==================== qpsk_bit_packer
qpsk_bit_packer/clock_map.png
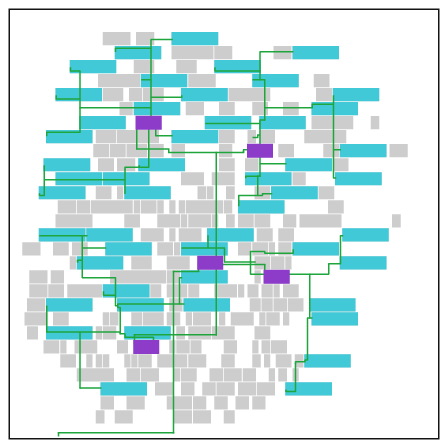

**src/rtl/qpsk_bit_packer_pkg.sv**
```systemverilog
// Shared constants, payload types and the pair-placement helper for the
// QPSK bit packer. These are the same framing constants the QPSK
// demodulator and modulator wrappers use.
package qpsk_bit_packer_pkg;

    localparam int unsigned SYMS_PER_BYTE  = 4;
    localparam int unsigned BITS_PER_SYM   = 2;
    localparam int unsigned BYTE_W         = SYMS_PER_BYTE * BITS_PER_SYM;
    localparam int unsigned DEF_FIFO_DEPTH = 4;
    localparam int unsigned SYM_CNT_W      = 2;
    localparam int unsigned BIT_IDX_W      = 3;

    // One demodulated symbol: odd bit arrives first in time, even bit second.
    typedef struct packed {
        logic odd;
        logic even;
    } qpsk_pair_t;

    typedef logic [BYTE_W-1:0] byte_t;

    // Write one pair into its byte position for symbol slot cnt (0..3).
    // MSB-first: slot k -> bits {7-2k, 6-2k}; LSB-first: slot k -> bits {2k, 2k+1}.
    function automatic byte_t place_pair(
        input byte_t                acc,
        input logic [SYM_CNT_W-1:0] cnt,
        input qpsk_pair_t           pair,
        input logic                 msb_first
    );
        byte_t                r;
        logic [BIT_IDX_W-1:0] odd_idx;
        logic [BIT_IDX_W-1:0] even_idx;
        r = acc;
        if (msb_first) begin
            odd_idx  = BIT_IDX_W'(3'd7 - {cnt, 1'b0});
            even_idx = BIT_IDX_W'(3'd6 - {cnt, 1'b0});
        end else begin
            odd_idx  = {cnt, 1'b0};
            even_idx = {cnt, 1'b1};
        end
        r[odd_idx]  = pair.odd;
        r[even_idx] = pair.even;
        return r;
    endfunction

endpackage

```
**src/rtl/sync_fifo.sv**
```systemverilog
// Single-clock FIFO with registered storage, wrapping pointers and an
// occupancy counter. The caller guarantees no push when full and no pop
// when empty. dout always shows the entry at the read pointer.
// Ports:
//   clk, rst_n  clock, async active-low reset (clears storage, pointers, fill)
//   push, din   write strobe and data
//   pop         read strobe (advances the head)
//   dout        head entry
//   fill        occupancy 0..DEPTH
module sync_fifo #(
    parameter int unsigned WIDTH = 8,
    parameter int unsigned DEPTH = 4
) (
    input  logic                     clk,
    input  logic                     rst_n,
    input  logic                     push,
    input  logic [WIDTH-1:0]         din,
    input  logic                     pop,
    output logic [WIDTH-1:0]         dout,
    output logic [$clog2(DEPTH):0]   fill
);

    localparam int unsigned PTR_W  = $clog2(DEPTH);
    localparam int unsigned FILL_W = PTR_W + 1;

    logic [WIDTH-1:0]  mem_q [DEPTH];
    logic [WIDTH-1:0]  mem_d [DEPTH];
    logic [PTR_W-1:0]  wptr_q, wptr_d;
    logic [PTR_W-1:0]  rptr_q, rptr_d;
    logic [FILL_W-1:0] fill_q, fill_d;

    // Next-state: DEPTH is a power of two, so pointers wrap naturally.
    always_comb begin
        mem_d  = mem_q;
        wptr_d = wptr_q;
        rptr_d = rptr_q;
        fill_d = fill_q;
        if (push) begin
            mem_d[wptr_q] = din;
            wptr_d        = wptr_q + PTR_W'(1);
        end
        if (pop) begin
            rptr_d = rptr_q + PTR_W'(1);
        end
        unique case ({push, pop})
            2'b10:   fill_d = fill_q + FILL_W'(1);
            2'b01:   fill_d = fill_q - FILL_W'(1);
            default: fill_d = fill_q;
        endcase
    end

    // State registers; storage is cleared so the head reads zero out of reset.
    always_ff @(posedge clk or negedge rst_n) begin
        if (!rst_n) begin
            for (int i = 0; i < int'(DEPTH); i++) begin
                mem_q[i] <= '0;
            end
            wptr_q <= '0;
            rptr_q <= '0;
            fill_q <= '0;
        end else begin
            for (int i = 0; i < int'(DEPTH); i++) begin
                mem_q[i] <= mem_d[i];
            end
            wptr_q <= wptr_d;
            rptr_q <= rptr_d;
            fill_q <= fill_d;
        end
    end

    assign dout = mem_q[rptr_q];
    assign fill = fill_q;

endmodule

```
**src/rtl/qpsk_bit_packer.sv**
```systemverilog
// Packs demodulated QPSK bit pairs (odd bit first, even bit second) into
// bytes, four pairs per byte, and queues the bytes in an output FIFO.
// A flush pulse emits a partial byte with unfilled positions zero.
// Ports:
//   clk, rst_n                  clock, async active-low reset
//   sym_valid/sym_odd/sym_even  incoming bit pair, sym_ready = FIFO not full
//   flush                       emit any partial byte
//   byte_data/byte_valid/byte_ready  output byte stream (FIFO head)
//   overflow, ovf_clr           sticky dropped-pair flag and its clear
//   fill                        output FIFO occupancy
module qpsk_bit_packer
    import qpsk_bit_packer_pkg::*;
#(
    parameter int unsigned FIFO_DEPTH = DEF_FIFO_DEPTH,
    parameter bit          MSB_FIRST  = 1'b1
) (
    input  logic                          clk,
    input  logic                          rst_n,
    input  logic                          sym_valid,
    input  logic                          sym_odd,
    input  logic                          sym_even,
    output logic                          sym_ready,
    input  logic                          flush,
    output logic [BYTE_W-1:0]             byte_data,
    output logic                          byte_valid,
    input  logic                          byte_ready,
    output logic                          overflow,
    input  logic                          ovf_clr,
    output logic [$clog2(FIFO_DEPTH):0]   fill
);

    localparam int unsigned FILL_W = $clog2(FIFO_DEPTH) + 1;

    // Elaboration-time guard on the supported FIFO depths.
    if (FIFO_DEPTH < 2 || FIFO_DEPTH > 16 || (FIFO_DEPTH & (FIFO_DEPTH - 1)) != 0) begin : g_bad_depth
        $error("qpsk_bit_packer: FIFO_DEPTH must be a power of two in 2..16");
    end

    logic [SYM_CNT_W-1:0] sym_cnt_q, sym_cnt_d;
    byte_t                acc_q, acc_d;
    logic                 overflow_q, overflow_d;

    qpsk_pair_t           pair;
    logic                 accept;
    logic                 fifo_full;
    logic                 fifo_push;
    logic                 fifo_pop;
    byte_t                fifo_din;
    byte_t                fifo_dout;
    logic [FILL_W-1:0]    fifo_fill;
    byte_t                acc_next;
    logic                 has_bits;

    assign pair       = {sym_odd, sym_even};
    assign fifo_full  = (fifo_fill == FILL_W'(FIFO_DEPTH));
    assign sym_ready  = !fifo_full;
    assign accept     = sym_valid && sym_ready;
    assign byte_valid = (fifo_fill != '0);
    assign fifo_pop   = byte_valid && byte_ready;

    // Accumulator and flush: the accepted pair is placed first, then a byte
    // is pushed if it is complete or a flush finds any bits pending.
    always_comb begin
        sym_cnt_d  = sym_cnt_q;
        acc_d      = acc_q;
        overflow_d = overflow_q;
        fifo_push  = 1'b0;
        acc_next   = acc_q;
        has_bits   = (sym_cnt_q != '0);

        if (accept) begin
            acc_next = place_pair(acc_q, sym_cnt_q, pair, MSB_FIRST);
            has_bits = 1'b1;
        end

        if (accept && sym_cnt_q == SYM_CNT_W'(SYMS_PER_BYTE - 1)) begin
            fifo_push = 1'b1;
        end else if (flush && has_bits && !fifo_full) begin
            fifo_push = 1'b1;
        end

        if (fifo_push) begin
            acc_d     = '0;
            sym_cnt_d = '0;
        end else if (accept) begin
            acc_d     = acc_next;
            sym_cnt_d = sym_cnt_q + SYM_CNT_W'(1);
        end

        // A new drop event outranks a simultaneous clear.
        if (sym_valid && !sym_ready) begin
            overflow_d = 1'b1;
        end else if (ovf_clr) begin
            overflow_d = 1'b0;
        end
    end

    assign fifo_din = acc_next;

    always_ff @(posedge clk or negedge rst_n) begin
        if (!rst_n) begin
            sym_cnt_q  <= '0;
            acc_q      <= '0;
            overflow_q <= 1'b0;
        end else begin
            sym_cnt_q  <= sym_cnt_d;
            acc_q      <= acc_d;
            overflow_q <= overflow_d;
        end
    end

    sync_fifo #(
        .WIDTH (BYTE_W),
        .DEPTH (FIFO_DEPTH)
    ) u_fifo (
        .clk   (clk),
        .rst_n (rst_n),
        .push  (fifo_push),
        .din   (fifo_din),
        .pop   (fifo_pop),
        .dout  (fifo_dout),
        .fill  (fifo_fill)
    );

    assign byte_data = fifo_dout;
    assign overflow  = overflow_q;
    assign fill      = fifo_fill;

endmodule
```
**config.mk**
```make
export PLATFORM = sky130hd
export DESIGN_NAME = qpsk_bit_packer
export DESIGN_NICKNAME = d
export VERILOG_FILES = /design/src/rtl/qpsk_bit_packer_pkg.sv /design/src/rtl/sync_fifo.sv /design/src/rtl/qpsk_bit_packer.sv
export SDC_FILE = /design/constraint.sdc
export NUM_CORES = 1
export LEC_CHECK = 0
export CORE_MARGIN = 2
export CORE_UTILIZATION = 41
export DETAILED_ROUTE_END_ITERATION = 6
export MAX_ROUTING_LAYER = met4
export PLACE_DENSITY = 0.69
export REMOVE_ABC_BUFFERS = 1
export SETUP_SLACK_MARGIN = 0.1
export SYNTH_ARGS = -nofsm -noshare
export SYNTH_HDL_FRONTEND = slang
export SYNTH_SLANG_ARGS = --single-unit
```
**constraint.sdc**
```tcl
create_clock -name clk -period 2.3 [get_ports clk]
set_input_delay 0.46 -clock clk [delete_from_list [all_inputs] [get_ports clk]]
set_output_delay 0.46 -clock clk [all_outputs]
set_load 0.02 [all_outputs]
```
==================== drive_ctrl_fsm
<file path="config.mk">
export PLATFORM = sky130hd
export DESIGN_NAME = drive_ctrl_fsm
export DESIGN_NICKNAME = d
export VERILOG_FILES = /design/src/rtl/drive_ctrl_fsm.sv
export SDC_FILE = /design/constraint.sdc
export NUM_CORES = 1
export LEC_CHECK = 0
export CAP_MARGIN = 20
export CORE_MARGIN = 5
export CORE_UTILIZATION = 68
export DETAILED_ROUTE_END_ITERATION = 10
export GPL_ROUTABILITY_DRIVEN = 0
export PLACE_DENSITY = 0.85
export REMOVE_ABC_BUFFERS = 1
export SLEW_MARGIN = 0
export SYNTH_ARGS = -nofsm -noshare
export SYNTH_HDL_FRONTEND = slang
export SYNTH_SLANG_ARGS = --single-unit
</file>
<file path="constraint.sdc">
create_clock -name sys_clk -period 3.88 [get_ports sys_clk]
set_clock_uncertainty 0.2 [all_clocks]
set_input_delay 0.388 -clock sys_clk [delete_from_list [all_inputs] [get_ports sys_clk]]
set_output_delay 0.388 -clock sys_clk [all_outputs]
set_load 0.02 [all_outputs]
</file>
<file path="src/rtl/drive_ctrl_fsm.sv">
// Manual-drive controller: synchronised/debounced driver inputs, power and drive FSMs, blinking turn lights.
// Raw input reaches the debounced level after 2+DEBOUNCE_CYCLES cycles and outputs one cycle later; inputs are free-running levels with no backpressure.
module drive_ctrl_fsm #(
  parameter int DEBOUNCE_CYCLES   = 1_000_000,
  parameter int POWER_HOLD_CYCLES = 100_000_000,
  parameter int BLINK_HALF_CYCLES = 50_000_000,
  parameter int CNT_W             = 32
) (
  input  logic       sys_clk,
  input  logic       rst,
  input  logic       power_on,
  input  logic       power_off,
  input  logic       clutch,
  input  logic       throttle,
  input  logic       brake,
  input  logic       rgs,
  input  logic       left,
  input  logic       right,
  output logic       power,
  output logic [1:0] state,
  output logic [3:0] moving_state,
  output logic       turn_left_light,
  output logic       turn_right_light,
  output logic       fault
);

  localparam int NIN = 8;
  localparam logic [CNT_W-1:0] ONE        = CNT_W'(1);
  localparam logic [CNT_W-1:0] DB_LAST    = CNT_W'(DEBOUNCE_CYCLES - 1);
  localparam logic [CNT_W-1:0] HOLD_LAST  = CNT_W'(POWER_HOLD_CYCLES);
  localparam logic [CNT_W-1:0] BLINK_LAST = CNT_W'(BLINK_HALF_CYCLES - 1);

  typedef enum logic {PWR_OFF = 1'b0, PWR_ON = 1'b1} pwr_t;
  typedef enum logic [1:0] {NOT_STARTING = 2'b00, STARTING = 2'b01, MOVING = 2'b10} drv_t;

  logic [NIN-1:0] raw, sync1, sync2, db;
  assign raw = {right, left, rgs, brake, throttle, clutch, power_off, power_on};

  always_ff @(posedge sys_clk) begin
    if (rst) begin
      sync1 <= '0;
      sync2 <= '0;
    end else begin
      sync1 <= raw;
      sync2 <= sync1;
    end
  end

  // Any cycle where the synchronised value matches db restarts the stability count.
  for (genvar i = 0; i < NIN; i++) begin : g_db
    logic [CNT_W-1:0] cnt;
    logic             val;
    always_ff @(posedge sys_clk) begin
      if (rst) begin
        cnt <= '0;
        val <= 1'b0;
      end else if (sync2[i] != val) begin
        if (cnt == DB_LAST) begin
          cnt <= '0;
          val <= sync2[i];
        end else begin
          cnt <= cnt + ONE;
        end
      end else begin
        cnt <= '0;
      end
    end
    assign db[i] = val;
  end

  logic db_power_on, db_power_off, db_clutch, db_throttle, db_brake, db_rgs, db_left, db_right;
  assign {db_right, db_left, db_rgs, db_brake, db_throttle, db_clutch, db_power_off, db_power_on} = db;

  pwr_t             pwr_q, pwr_nxt;
  drv_t             drv_q, drv_nxt;
  logic [CNT_W-1:0] hold_q, hold_nxt, blink_q, blink_nxt;
  logic             phase_q, phase_nxt, rgs_ref_q, rgs_ref_nxt, pwr_off_q;
  logic [3:0]       ms_q, ms_nxt;
  logic             tl_q, tl_nxt, tr_q, tr_nxt, fault_q, fault_nxt, on_nxt;

  always_ff @(posedge sys_clk) begin
    if (rst) begin
      pwr_q     <= PWR_OFF;
      drv_q     <= NOT_STARTING;
      hold_q    <= '0;
      blink_q   <= '0;
      phase_q   <= 1'b1;
      rgs_ref_q <= 1'b0;
      pwr_off_q <= 1'b0;
      ms_q      <= '0;
      tl_q      <= 1'b0;
      tr_q      <= 1'b0;
      fault_q   <= 1'b0;
    end else begin
      pwr_q     <= pwr_nxt;
      drv_q     <= drv_nxt;
      hold_q    <= hold_nxt;
      blink_q   <= blink_nxt;
      phase_q   <= phase_nxt;
      rgs_ref_q <= rgs_ref_nxt;
      pwr_off_q <= db_power_off;
      ms_q      <= ms_nxt;
      tl_q      <= tl_nxt;
      tr_q      <= tr_nxt;
      fault_q   <= fault_nxt;
    end
  end

  always_comb begin
    pwr_nxt     = pwr_q;
    drv_nxt     = drv_q;
    hold_nxt    = '0;
    blink_nxt   = '0;
    phase_nxt   = 1'b1;
    rgs_ref_nxt = rgs_ref_q;
    fault_nxt   = 1'b0;
    case (pwr_q)
      PWR_OFF: begin
        if (hold_q == HOLD_LAST) begin
          pwr_nxt = PWR_ON;
        end else if (db_power_on) begin
          hold_nxt = hold_q + ONE;
        end
      end
      PWR_ON: begin
        if (db_power_off && !pwr_off_q) begin
          pwr_nxt = PWR_OFF;
        end else if (db_brake) begin
          drv_nxt = NOT_STARTING;
        end else begin
          case (drv_q)
            NOT_STARTING: begin
              if (db_throttle && db_clutch) drv_nxt = STARTING;
              else if (db_throttle)         fault_nxt = 1'b1;
            end
            STARTING: begin
              if (db_throttle && !db_clutch) begin
                drv_nxt     = MOVING;
                rgs_ref_nxt = db_rgs;
              end
            end
            MOVING: begin
              if (db_rgs != rgs_ref_q)           fault_nxt = 1'b1;
              else if (db_clutch || !db_throttle) drv_nxt = STARTING;
            end
            default: drv_nxt = NOT_STARTING;
          endcase
        end
        if (fault_nxt) pwr_nxt = PWR_OFF;
        // Blink phase only advances while power stays on; any off period restarts it high.
        if (pwr_nxt == PWR_ON) begin
          if (blink_q == BLINK_LAST) begin
            phase_nxt = ~phase_q;
          end else begin
            blink_nxt = blink_q + ONE;
            phase_nxt = phase_q;
          end
        end
      end
      default: pwr_nxt = PWR_OFF;
    endcase
    if (pwr_nxt == PWR_OFF) drv_nxt = NOT_STARTING;

    on_nxt    = (pwr_nxt == PWR_ON);
    ms_nxt[0] = (drv_nxt == MOVING) && !db_rgs;
    ms_nxt[1] = (drv_nxt == MOVING) && db_rgs;
    ms_nxt[2] = on_nxt && (drv_nxt != NOT_STARTING) && db_left && !db_right;
    ms_nxt[3] = on_nxt && (drv_nxt != NOT_STARTING) && db_right && !db_left;
    tl_nxt    = on_nxt && db_left && !db_right && phase_nxt;
    tr_nxt    = on_nxt && db_right && !db_left && phase_nxt;
  end

  assign power            = (pwr_q == PWR_ON);
  assign state            = drv_q;
  assign moving_state     = ms_q;
  assign turn_left_light  = tl_q;
  assign turn_right_light = tr_q;
  assign fault            = fault_q;

endmodule

</file>
==================== digit_frame_streamer
<file path="src/rtl/digit_frame_streamer.sv">
// Renders a row of 7-segment digits into SSD1306 page bytes: scans page/digit/column indices
// for a combinational pixel decoder and streams the bytes over a valid/ready interface.
module digit_frame_streamer #(
   parameter int unsigned NUM_DIGITS  = 6,
   parameter int unsigned DIGIT_WIDTH = 21,
   parameter int unsigned DIGIT_PAGES = 4,
   parameter int unsigned GAP_COLUMNS = 3,
   parameter int unsigned SEL_W       = (NUM_DIGITS > 1) ? $clog2(NUM_DIGITS) : 1
) (
   input  logic             clk_i,
   input  logic             reset_i,
   input  logic             start_i,
   output logic             busy_o,
   output logic             done_o,
   output logic [SEL_W-1:0] digit_sel_o,
   output logic [4:0]       index_x_o,
   output logic [1:0]       index_y_o,
   input  logic [7:0]       pixels_in_i,
   output logic [7:0]       out_data_o,
   output logic             out_valid_o,
   input  logic             out_ready_i
);

   localparam logic [4:0]       ColLast  = 5'(DIGIT_WIDTH + GAP_COLUMNS - 1);
   localparam logic [4:0]       ColGap   = 5'(DIGIT_WIDTH);
   localparam logic [SEL_W-1:0] DigLast  = SEL_W'(NUM_DIGITS - 1);
   localparam logic [1:0]       PageLast = 2'(DIGIT_PAGES - 1);

   typedef enum logic [1:0] {StIdle, StFetch, StSend, StDone} state_e;

   state_e           state_q, state_d;
   logic [4:0]       col_q, col_d;
   logic [SEL_W-1:0] dig_q, dig_d;
   logic [1:0]       page_q, page_d;
   logic [7:0]       out_data_q, out_data_d;
   logic             out_valid_q, out_valid_d;
   logic             last_byte;
   logic             gap_col;

   assign last_byte = (col_q == ColLast) && (dig_q == DigLast) && (page_q == PageLast);
   assign gap_col   = (col_q >= ColGap);

   always_comb begin
      state_d     = state_q;
      col_d       = col_q;
      dig_d       = dig_q;
      page_d      = page_q;
      out_data_d  = out_data_q;
      out_valid_d = out_valid_q;
      unique case (state_q)
         StIdle: begin
            if (start_i) begin
               col_d   = '0;
               dig_d   = '0;
               page_d  = '0;
               state_d = StFetch;
            end
         end
         StFetch: begin
            // Indices have been stable for this whole cycle, so the decoder byte has settled.
            out_data_d  = gap_col ? 8'h00 : pixels_in_i;
            out_valid_d = 1'b1;
            state_d     = StSend;
         end
         StSend: begin
            if (out_valid_q && out_ready_i) begin
               out_valid_d = 1'b0;
               if (last_byte) begin
                  state_d = StDone;
               end else begin
                  state_d = StFetch;
                  if (col_q == ColLast) begin
                     col_d = '0;
                     if (dig_q == DigLast) begin
                        dig_d  = '0;
                        page_d = page_q + 2'd1;
                     end else begin
                        dig_d = dig_q + SEL_W'(1);
                     end
                  end else begin
                     col_d = col_q + 5'd1;
                  end
               end
            end
         end
         StDone: begin
            col_d   = '0;
            dig_d   = '0;
            page_d  = '0;
            state_d = StIdle;
         end
         default: state_d = StIdle;
      endcase
   end

   always_ff @(posedge clk_i or posedge reset_i) begin
      if (reset_i) begin
         state_q     <= StIdle;
         col_q       <= '0;
         dig_q       <= '0;
         page_q      <= '0;
         out_data_q  <= 8'h00;
         out_valid_q <= 1'b0;
      end else begin
         state_q     <= state_d;
         col_q       <= col_d;
         dig_q       <= dig_d;
         page_q      <= page_d;
         out_data_q  <= out_data_d;
         out_valid_q <= out_valid_d;
      end
   end

   assign busy_o      = (state_q != StIdle);
   assign done_o      = (state_q == StDone);
   assign digit_sel_o = dig_q;
   assign index_x_o   = col_q;
   assign index_y_o   = page_q;
   assign out_data_o  = out_data_q;
   assign out_valid_o = out_valid_q;

endmodule

</file>
<file path="config.mk">
export PLATFORM = sky130hd
export DESIGN_NAME = digit_frame_streamer
export DESIGN_NICKNAME = d
export VERILOG_FILES = /design/src/rtl/digit_frame_streamer.sv
export SDC_FILE = /design/constraint.sdc
export NUM_CORES = 1
export LEC_CHECK = 0
export ABC_AREA = 1
export ABC_CLOCK_PERIOD_IN_PS = 1500
export CAP_MARGIN = 0
export CORE_MARGIN = 2
export CORE_UTILIZATION = 42
export DETAILED_ROUTE_END_ITERATION = 10
export PLACE_DENSITY = 0.85
export SLEW_MARGIN = 20
export SYNTH_ARGS = -nofsm -noshare
export SYNTH_HDL_FRONTEND = slang
export SYNTH_SLANG_ARGS = --single-unit
</file>
<file path="constraint.sdc">
create_clock -name clk_i -period 1.5 [get_ports clk_i]
set_input_delay 0.225 -clock clk_i [delete_from_list [all_inputs] [get_ports clk_i]]
set_output_delay 0.225 -clock clk_i [all_outputs]
set_load 0.01 [all_outputs]
</file>
==================== sr_bank_arbiter_flat
<file path="src/rtl/sr_bank_arbiter_if.sv">
// Command/pulse bundle between the requesters and the SR bank arbiter.
//   req   : per-requester command request (level)
//   op    : per-requester opcode, 1 = set, 0 = clear
//   idx   : per-requester target bit, requester i at idx[i*IDXW +: IDXW]
//   gnt   : one-hot, one-cycle grant pulse
//   s_out : set pulses to the SR bank
//   r_out : reset pulses to the SR bank
//   q     : shadow copy of the bank contents
//   busy  : arbiter is in DRIVE or SETTLE
//   err   : granted command carried an out-of-range index
// The requester side uses the master modport, the arbiter the slave modport.
interface sr_bank_arbiter_if #(
    parameter int NREQ  = 4,
    parameter int NBITS = 8,
    parameter int IDXW  = 3
);
    logic [NREQ-1:0]      req;
    logic [NREQ-1:0]      op;
    logic [NREQ*IDXW-1:0] idx;
    logic [NREQ-1:0]      gnt;
    logic [NBITS-1:0]     s_out;
    logic [NBITS-1:0]     r_out;
    logic [NBITS-1:0]     q;
    logic                 busy;
    logic                 err;

    modport master (
        output req, op, idx,
        input  gnt, s_out, r_out, q, busy, err
    );

    modport slave (
        input  req, op, idx,
        output gnt, s_out, r_out, q, busy, err
    );
endinterface

</file>
<file path="src/rtl/sr_bank_arbiter.sv">
// Round-robin arbiter and sequencer for a bank of NBITS set/reset bits.
// Serialises set/clear commands from NREQ requesters into one-hot S/R
// pulses (never S and R together) and keeps a shadow of the bank on q.
// Ports:
//   clk : rising-edge clock
//   rst : asynchronous, active-high reset
//   bus : sr_bank_arbiter_if slave modport (req/op/idx in; gnt, s_out,
//         r_out, q, busy, err out; all outputs registered)
//
// state  | meaning
// -------+---------------------------------------------------------------
// IDLE   | sample req, pick winner from ptr upward, latch its op/idx
// DRIVE  | gnt and the S or R pulse (or err) are high for this one cycle
// SETTLE | outputs quiet; q and ptr updated at the end of this cycle
module sr_bank_arbiter #(
    parameter int NREQ  = 4,
    parameter int NBITS = 8,
    parameter int IDXW  = 3
) (
    input logic              clk,
    input logic              rst,
    sr_bank_arbiter_if.slave bus
);

    localparam int PW = (NREQ > 1) ? $clog2(NREQ) : 1;

    typedef enum logic [1:0] {
        IDLE,
        DRIVE,
        SETTLE
    } state_t;

    state_t          state;
    logic [PW-1:0]   ptr;
    logic [PW-1:0]   win;
    logic            op_l;
    logic [IDXW-1:0] idx_l;
    logic            inr_l;

    logic            found;
    logic [PW-1:0]   win_c;
    logic [PW-1:0]   cand;
    logic            sel_op;
    logic [IDXW-1:0] sel_idx;
    logic            sel_inr;

    // Rotating priority search: first requester with req high, starting at ptr.
    always_comb begin
        found = 1'b0;
        win_c = '0;
        cand  = '0;
        for (int k = 0; k < NREQ; k++) begin
            cand = PW'((int'(ptr) + k) % NREQ);
            if (!found && bus.req[cand]) begin
                found = 1'b1;
                win_c = cand;
            end
        end
        sel_op  = bus.op[win_c];
        sel_idx = bus.idx[win_c*IDXW +: IDXW];
        sel_inr = (int'(sel_idx) < NBITS);
    end

    // DRIVE-cycle outputs are computed on the IDLE->DRIVE edge so that they
    // come straight out of flops and line up with gnt.
    always_ff @(posedge clk or posedge rst) begin
        if (rst) begin
            state     <= IDLE;
            ptr       <= '0;
            win       <= '0;
            op_l      <= 1'b0;
            idx_l     <= '0;
            inr_l     <= 1'b0;
            bus.gnt   <= '0;
            bus.s_out <= '0;
            bus.r_out <= '0;
            bus.q     <= '0;
            bus.busy  <= 1'b0;
            bus.err   <= 1'b0;
        end else begin
            case (state)
                IDLE: begin
                    bus.gnt   <= '0;
                    bus.s_out <= '0;
                    bus.r_out <= '0;
                    bus.err   <= 1'b0;
                    bus.busy  <= 1'b0;
                    if (found) begin
                        state    <= DRIVE;
                        win      <= win_c;
                        op_l     <= sel_op;
                        idx_l    <= sel_idx;
                        inr_l    <= sel_inr;
                        bus.gnt  <= NREQ'(1) << win_c;
                        bus.busy <= 1'b1;
                        bus.err  <= !sel_inr;
                        if (sel_inr) begin
                            if (sel_op) bus.s_out <= NBITS'(1) << sel_idx;
                            else        bus.r_out <= NBITS'(1) << sel_idx;
                        end
                    end
                end
                DRIVE: begin
                    state     <= SETTLE;
                    bus.gnt   <= '0;
                    bus.s_out <= '0;
                    bus.r_out <= '0;
                    bus.err   <= 1'b0;
                    bus.busy  <= 1'b1;
                end
                SETTLE: begin
                    state    <= IDLE;
                    bus.busy <= 1'b0;
                    if (inr_l) bus.q[idx_l] <= op_l;
                    ptr <= (win == PW'(NREQ - 1)) ? '0 : win + PW'(1);
                end
                default: begin
                    state     <= IDLE;
                    bus.gnt   <= '0;
                    bus.s_out <= '0;
                    bus.r_out <= '0;
                    bus.err   <= 1'b0;
                    bus.busy  <= 1'b0;
                end
            endcase
        end
    end

endmodule
</file>
<file path="src/flat_wrapper.sv">
// flat-port wrapper written by rule: the top's interface ports become plain ports
module sr_bank_arbiter_flat 
#(
    parameter int NREQ  = 4,
    parameter int NBITS = 8,
    parameter int IDXW  = 3
)
  (clk, rst, bus_req, bus_op, bus_idx, bus_gnt, bus_s_out, bus_r_out, bus_q, bus_busy, bus_err);
  sr_bank_arbiter_if #(.NREQ(NREQ), .NBITS(NBITS), .IDXW(IDXW)) bus_i ();
  input logic clk;
  input logic rst;
  input wire logic [$bits(bus_i.req)-1:0] bus_req;
  input wire logic [$bits(bus_i.op)-1:0] bus_op;
  input wire logic [$bits(bus_i.idx)-1:0] bus_idx;
  output wire logic [$bits(bus_i.gnt)-1:0] bus_gnt;
  output wire logic [$bits(bus_i.s_out)-1:0] bus_s_out;
  output wire logic [$bits(bus_i.r_out)-1:0] bus_r_out;
  output wire logic [$bits(bus_i.q)-1:0] bus_q;
  output wire logic [$bits(bus_i.busy)-1:0] bus_busy;
  output wire logic [$bits(bus_i.err)-1:0] bus_err;
  assign bus_i.req = bus_req;
  assign bus_i.op = bus_op;
  assign bus_i.idx = bus_idx;
  assign bus_gnt = bus_i.gnt;
  assign bus_s_out = bus_i.s_out;
  assign bus_r_out = bus_i.r_out;
  assign bus_q = bus_i.q;
  assign bus_busy = bus_i.busy;
  assign bus_err = bus_i.err;
  sr_bank_arbiter #(.NREQ(NREQ), .NBITS(NBITS), .IDXW(IDXW)) u_core (.clk(clk), .rst(rst), .bus(bus_i));
endmodule
</file>
<file path="config.mk">
export PLATFORM = sky130hd
export DESIGN_NAME = sr_bank_arbiter_flat
export DESIGN_NICKNAME = d
export VERILOG_FILES = /design/src/rtl/sr_bank_arbiter_if.sv /design/src/rtl/sr_bank_arbiter.sv /design/src/flat_wrapper.sv
export SDC_FILE = /design/constraint.sdc
export NUM_CORES = 1
export LEC_CHECK = 0
export ABC_AREA = 1
export CAP_MARGIN = 10
export CORE_MARGIN = 2
export CORE_UTILIZATION = 30
export DETAILED_ROUTE_END_ITERATION = 16
export DONT_BUFFER_PORTS = 1
export GPL_TIMING_DRIVEN = 0
export SYNTH_ARGS = -nofsm -noshare
export SYNTH_HDL_FRONTEND = slang
export SYNTH_SLANG_ARGS = --single-unit
</file>
<file path="constraint.sdc">
create_clock -name clk -period 2.8 [get_ports clk]
set_input_delay 0.56 -clock clk [delete_from_list [all_inputs] [get_ports clk]]
set_output_delay 0.56 -clock clk [all_outputs]
set_load 0.03 [all_outputs]
</file>
drive_ctrl_fsm/clock_map.png
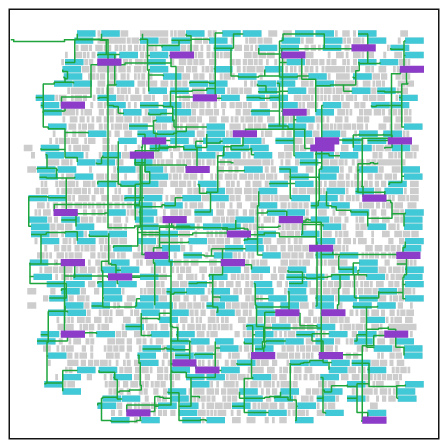
[flip-flops] cyan | count: 357
[cells driving clock nets] purple | count: 36
[clock wires] green | length: 3940 um
routed clock nets	37

==> impl_metrics.csv, drive_ctrl_fsm <==
group,metric,value,unit
worst_hold_path,min_path_type,"primary input to register",
global_routing,grt_pass1_vias,12100,
logic_synthesis,async_flop_share,0,
drt,vias,12600,
cells_and_area,antenna_cells,0,
final_timing,fin_crit,2920,ps
global_routing,grt_max_degree,33,
cells_and_area,mostFrequentLayoutCell,"nor2_1",
logic_synthesis,seq_area_frac_synth,0.451,
run_status,status,"complete, no violations",
worst_hold_path,hp-start,"power_off",
clock_tree,clk_pin_slew,60,ps
critical_path,startpoint,"g_db[6].cnt[0]",
cells_and_area,seq_share,0.410,
placement,dpl_cell_area,0.0162,sq mm
logic_synthesis,muxShareOfSynthArea,0.00569,
global_routing,grtUsageMet3,0.0352,
drt,initialDrtViolationCount,923,
clock_tree,hold_buffers,1,
clock_tree,cts_resized,0,
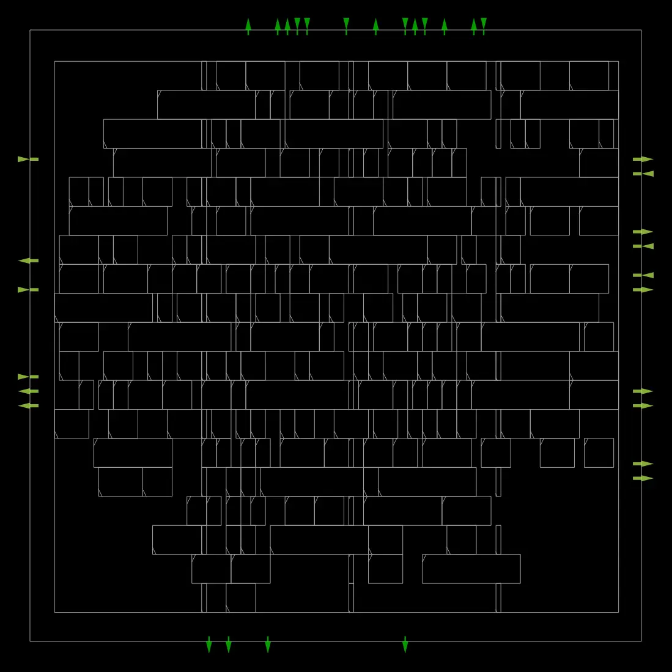
digit_frame_streamer/final_placement.png
Fill cells: 220
post-layout util: 0.660
Core Region: 0.00273 sq mm

digit_frame_streamer/pins.png
Pins as bars across the die edge, other pins in grey.
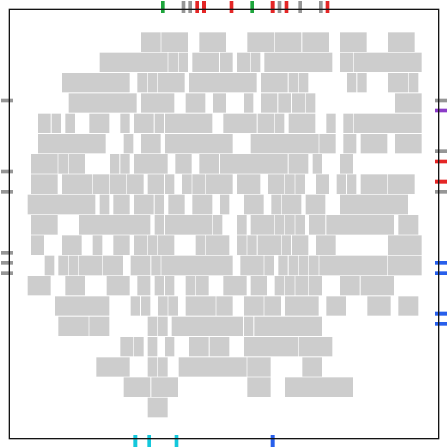
port	colour	pins	direction	edge
pixels_in_i	red	8	input	6 top, 2 right
reset_i	purple	1	input	right
index_x_o	blue	5	output	4 right, 1 bottom
index_y_o	green	2	output	top
digit_sel_o	cyan	3	output	bottom

==> impl_metrics.csv, digit_frame_streamer <==
group,metric,value,unit
run_status,status,"complete, no violations",
clock_tree,htree_levels,1,
logic_synthesis,synth.avg_cell_area,8.02,sq um
cells_and_area,layout.nets,224,
critical_path,crit_family,"buffers and inverters",
logic_synthesis,synth.distinct_cells,24,
drt,vias,1155,
floorplanning,die_area,0.00329,sq mm
cells_and_area,area_growth,51.0,%
clock_tree,cts_num_sinks,21,
logic_synthesis,synth_nets,164,
logic_synthesis,top_area_cell,"dfrtp_1",
cells_and_area,seq_share,0.293,
placement,numPortBuffers,32,
logic_synthesis,synth_top_area_share,0.440,
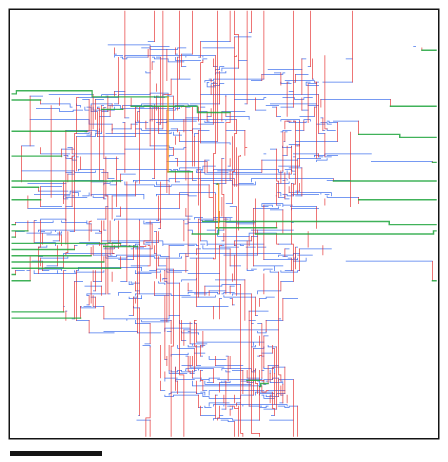
sr_bank_arbiter_flat/metal_stack.png
Bar = 20 um.
layer	colour	wire length
met4	orange	25.8 um
met1	blue	2270 um
met3	green	468 um
met2	red	2340 um
final WL: 5100 um
total track usage: 0.129
Avg WL per Cell: 12.5 um
Vias: 1822

sr_bank_arbiter_flat/port_nets.png
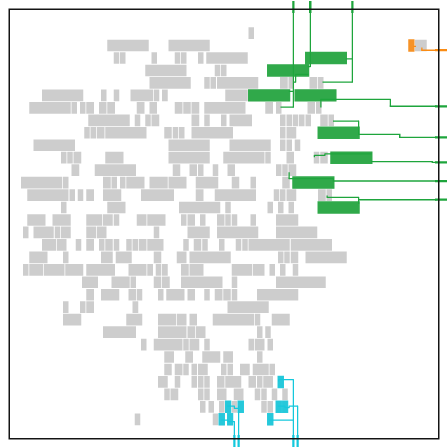
port	colour	bits	direction	edge	end cells	buffers	wire
bus_q	green	8	output	5 right, 3 top	8	0	207 um
bus_req	cyan	4	input	bottom	8	0	48.8 um
bus_err	orange	1	output	right	1	1	4.10 um
number of port buffers: 0
IO Count: 52

==> impl_metrics.csv, sr_bank_arbiter_flat <==
group,metric,value,unit
floorplanning,taps,102,
cells_and_area,seq_area,0.00100,sq mm
logic_synthesis,top_logic_kind,"simple AND/OR/NAND/NOR gates",
placement,place_ws,777,ps
global_routing,antenna_found_initial,0,
clock_tree,cts_resized,0,
global_routing,grt_pass1_vias,1829,
critical_path,crit_end,"u_core.bus.r_out[3]",
final_timing,fin_skew,4.83,ps
critical_path,crit_family,"simple AND/OR/NAND/NOR gates",
critical_path,crit_fanout,10,
final_timing,hold_violations,0,
drt,vias_per_cell,4.47,
floorplanning,rows,32,
logic_synthesis,simple_gate_area_frac,0.433,
logic_synthesis,ys_warn_count,0,
global_routing,grtUsageMet2,0.201,
cells_and_area,area_growth,10.4,%
run_status,status,"complete, no violations",
logic_synthesis,synth.avg_cell_area,8.05,sq um
final_timing,rsz0062_at_grt,"no",
qpsk_bit_packer/metal_stack.png
Bar = 20 um.
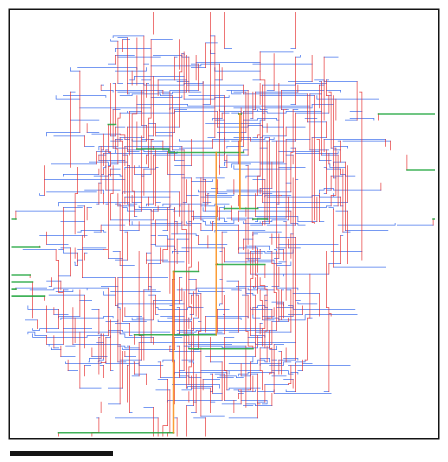
layer	colour	wire length
met1	blue	2530 um
met3	green	134 um
met4	orange	85.0 um
met2	red	2600 um

About qpsk_bit_packer/clock_map.png:
[cells driving clock nets] purple | count: 5
[flip-flops] cyan | count: 50
[clock wires] green | length: 583 um
routed clock nets	6

==> impl_metrics.csv, qpsk_bit_packer <==
group,metric,value,unit
final_timing,rsz0062_at_grt,"no",
run_status,status,"complete, no violations",
final_timing,finalSetupTns,0,ps
critical_path,end_kind,"output port",
floorplanning,io_pins,22,
placement,gp_congestion,0.780,
cells_and_area,layout.nets,266,
drt,routed_wl,5340,um
job,cap_viol_max_count,0,
cells_and_area,n_all_inverters,16,
drt,vias,1788,
clock_tree,clock_latency,310,ps
floorplanning,die_h,83.1,um
logic_synthesis,seq_area_frac_synth,0.488,
cells_and_area,clock_cell_area_share,0.0362,
cells_and_area,drive_gt1_frac,0.277,
critical_path,worst-path-stages,3,
floorplanning,core_area,0.00599,sq mm
placement,dpl_cell_area,0.00299,sq mm
cells_and_area,antenna_cells,0,
logic_synthesis,top_cells_by_count,"dfrtp_1 (50), a2bb2oi_1 (18), nand2_1 (17), inv_1 (16)",
floorplanning,rows,28,
logic_synthesis,synth_adder_area_share,0.0517,
critical_path,startpoint,"u_fifo.rptr_q[0]",


==> gallery <==
Placement view.
(a)
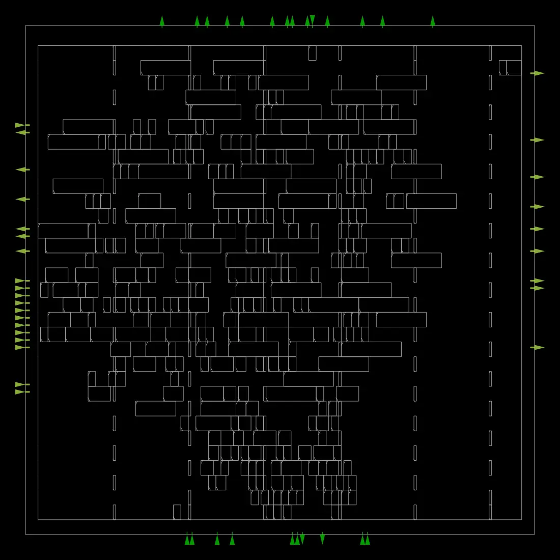
(b)
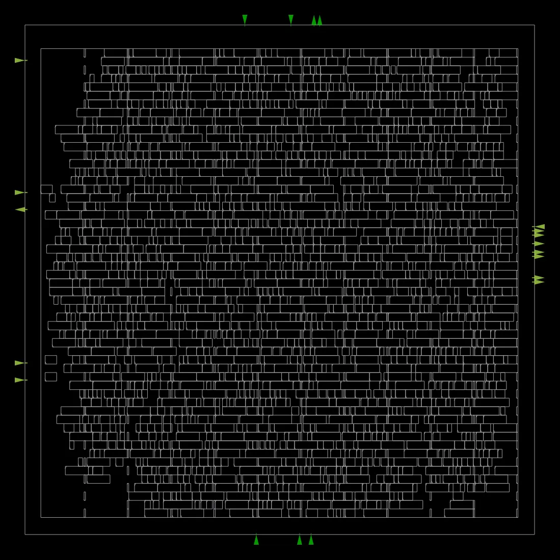
(c)
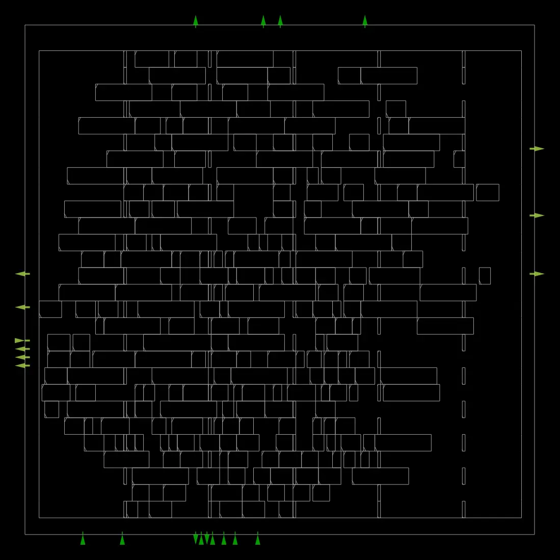
| picture | from |
|---|---|
| (b) | drive_ctrl_fsm |
| (a) | sr_bank_arbiter_flat |
| (c) | qpsk_bit_packer |
Of these, lowest utilization: (a)
Of these, fewest sequential cells: (a)


==> screenshots <==
Nets reached from selected ports.
image #1
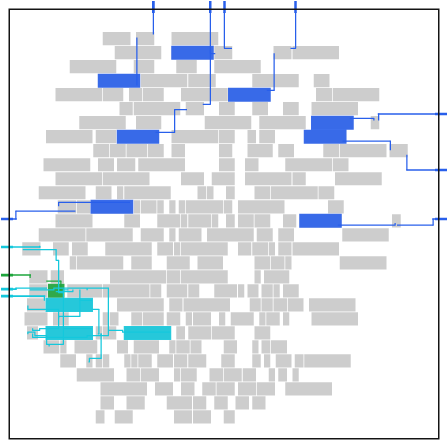
image #2
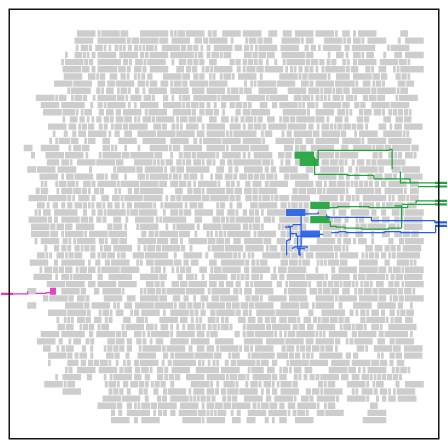
image #3
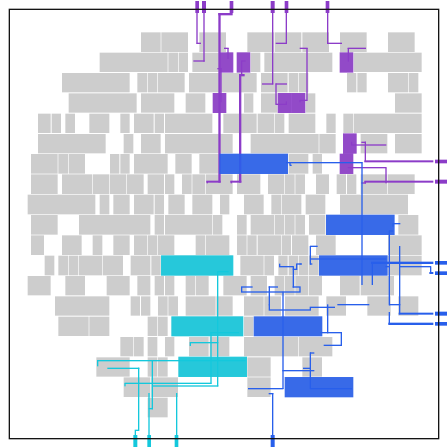
The one with the most cells is image #2.
The one with the fewest cells is image #3.
qpsk_bit_packer: image #1
digit_frame_streamer: image #3
drive_ctrl_fsm: image #2

Key to image #3:
port	colour	bits	direction	edge	end cells	buffers	wire
index_x_o	blue	5	output	4 right, 1 bottom	5	7	176 um
pixels_in_i	purple	8	input	6 top, 2 right	8	8	139 um
digit_sel_o	cyan	3	output	bottom	3	3	104 um

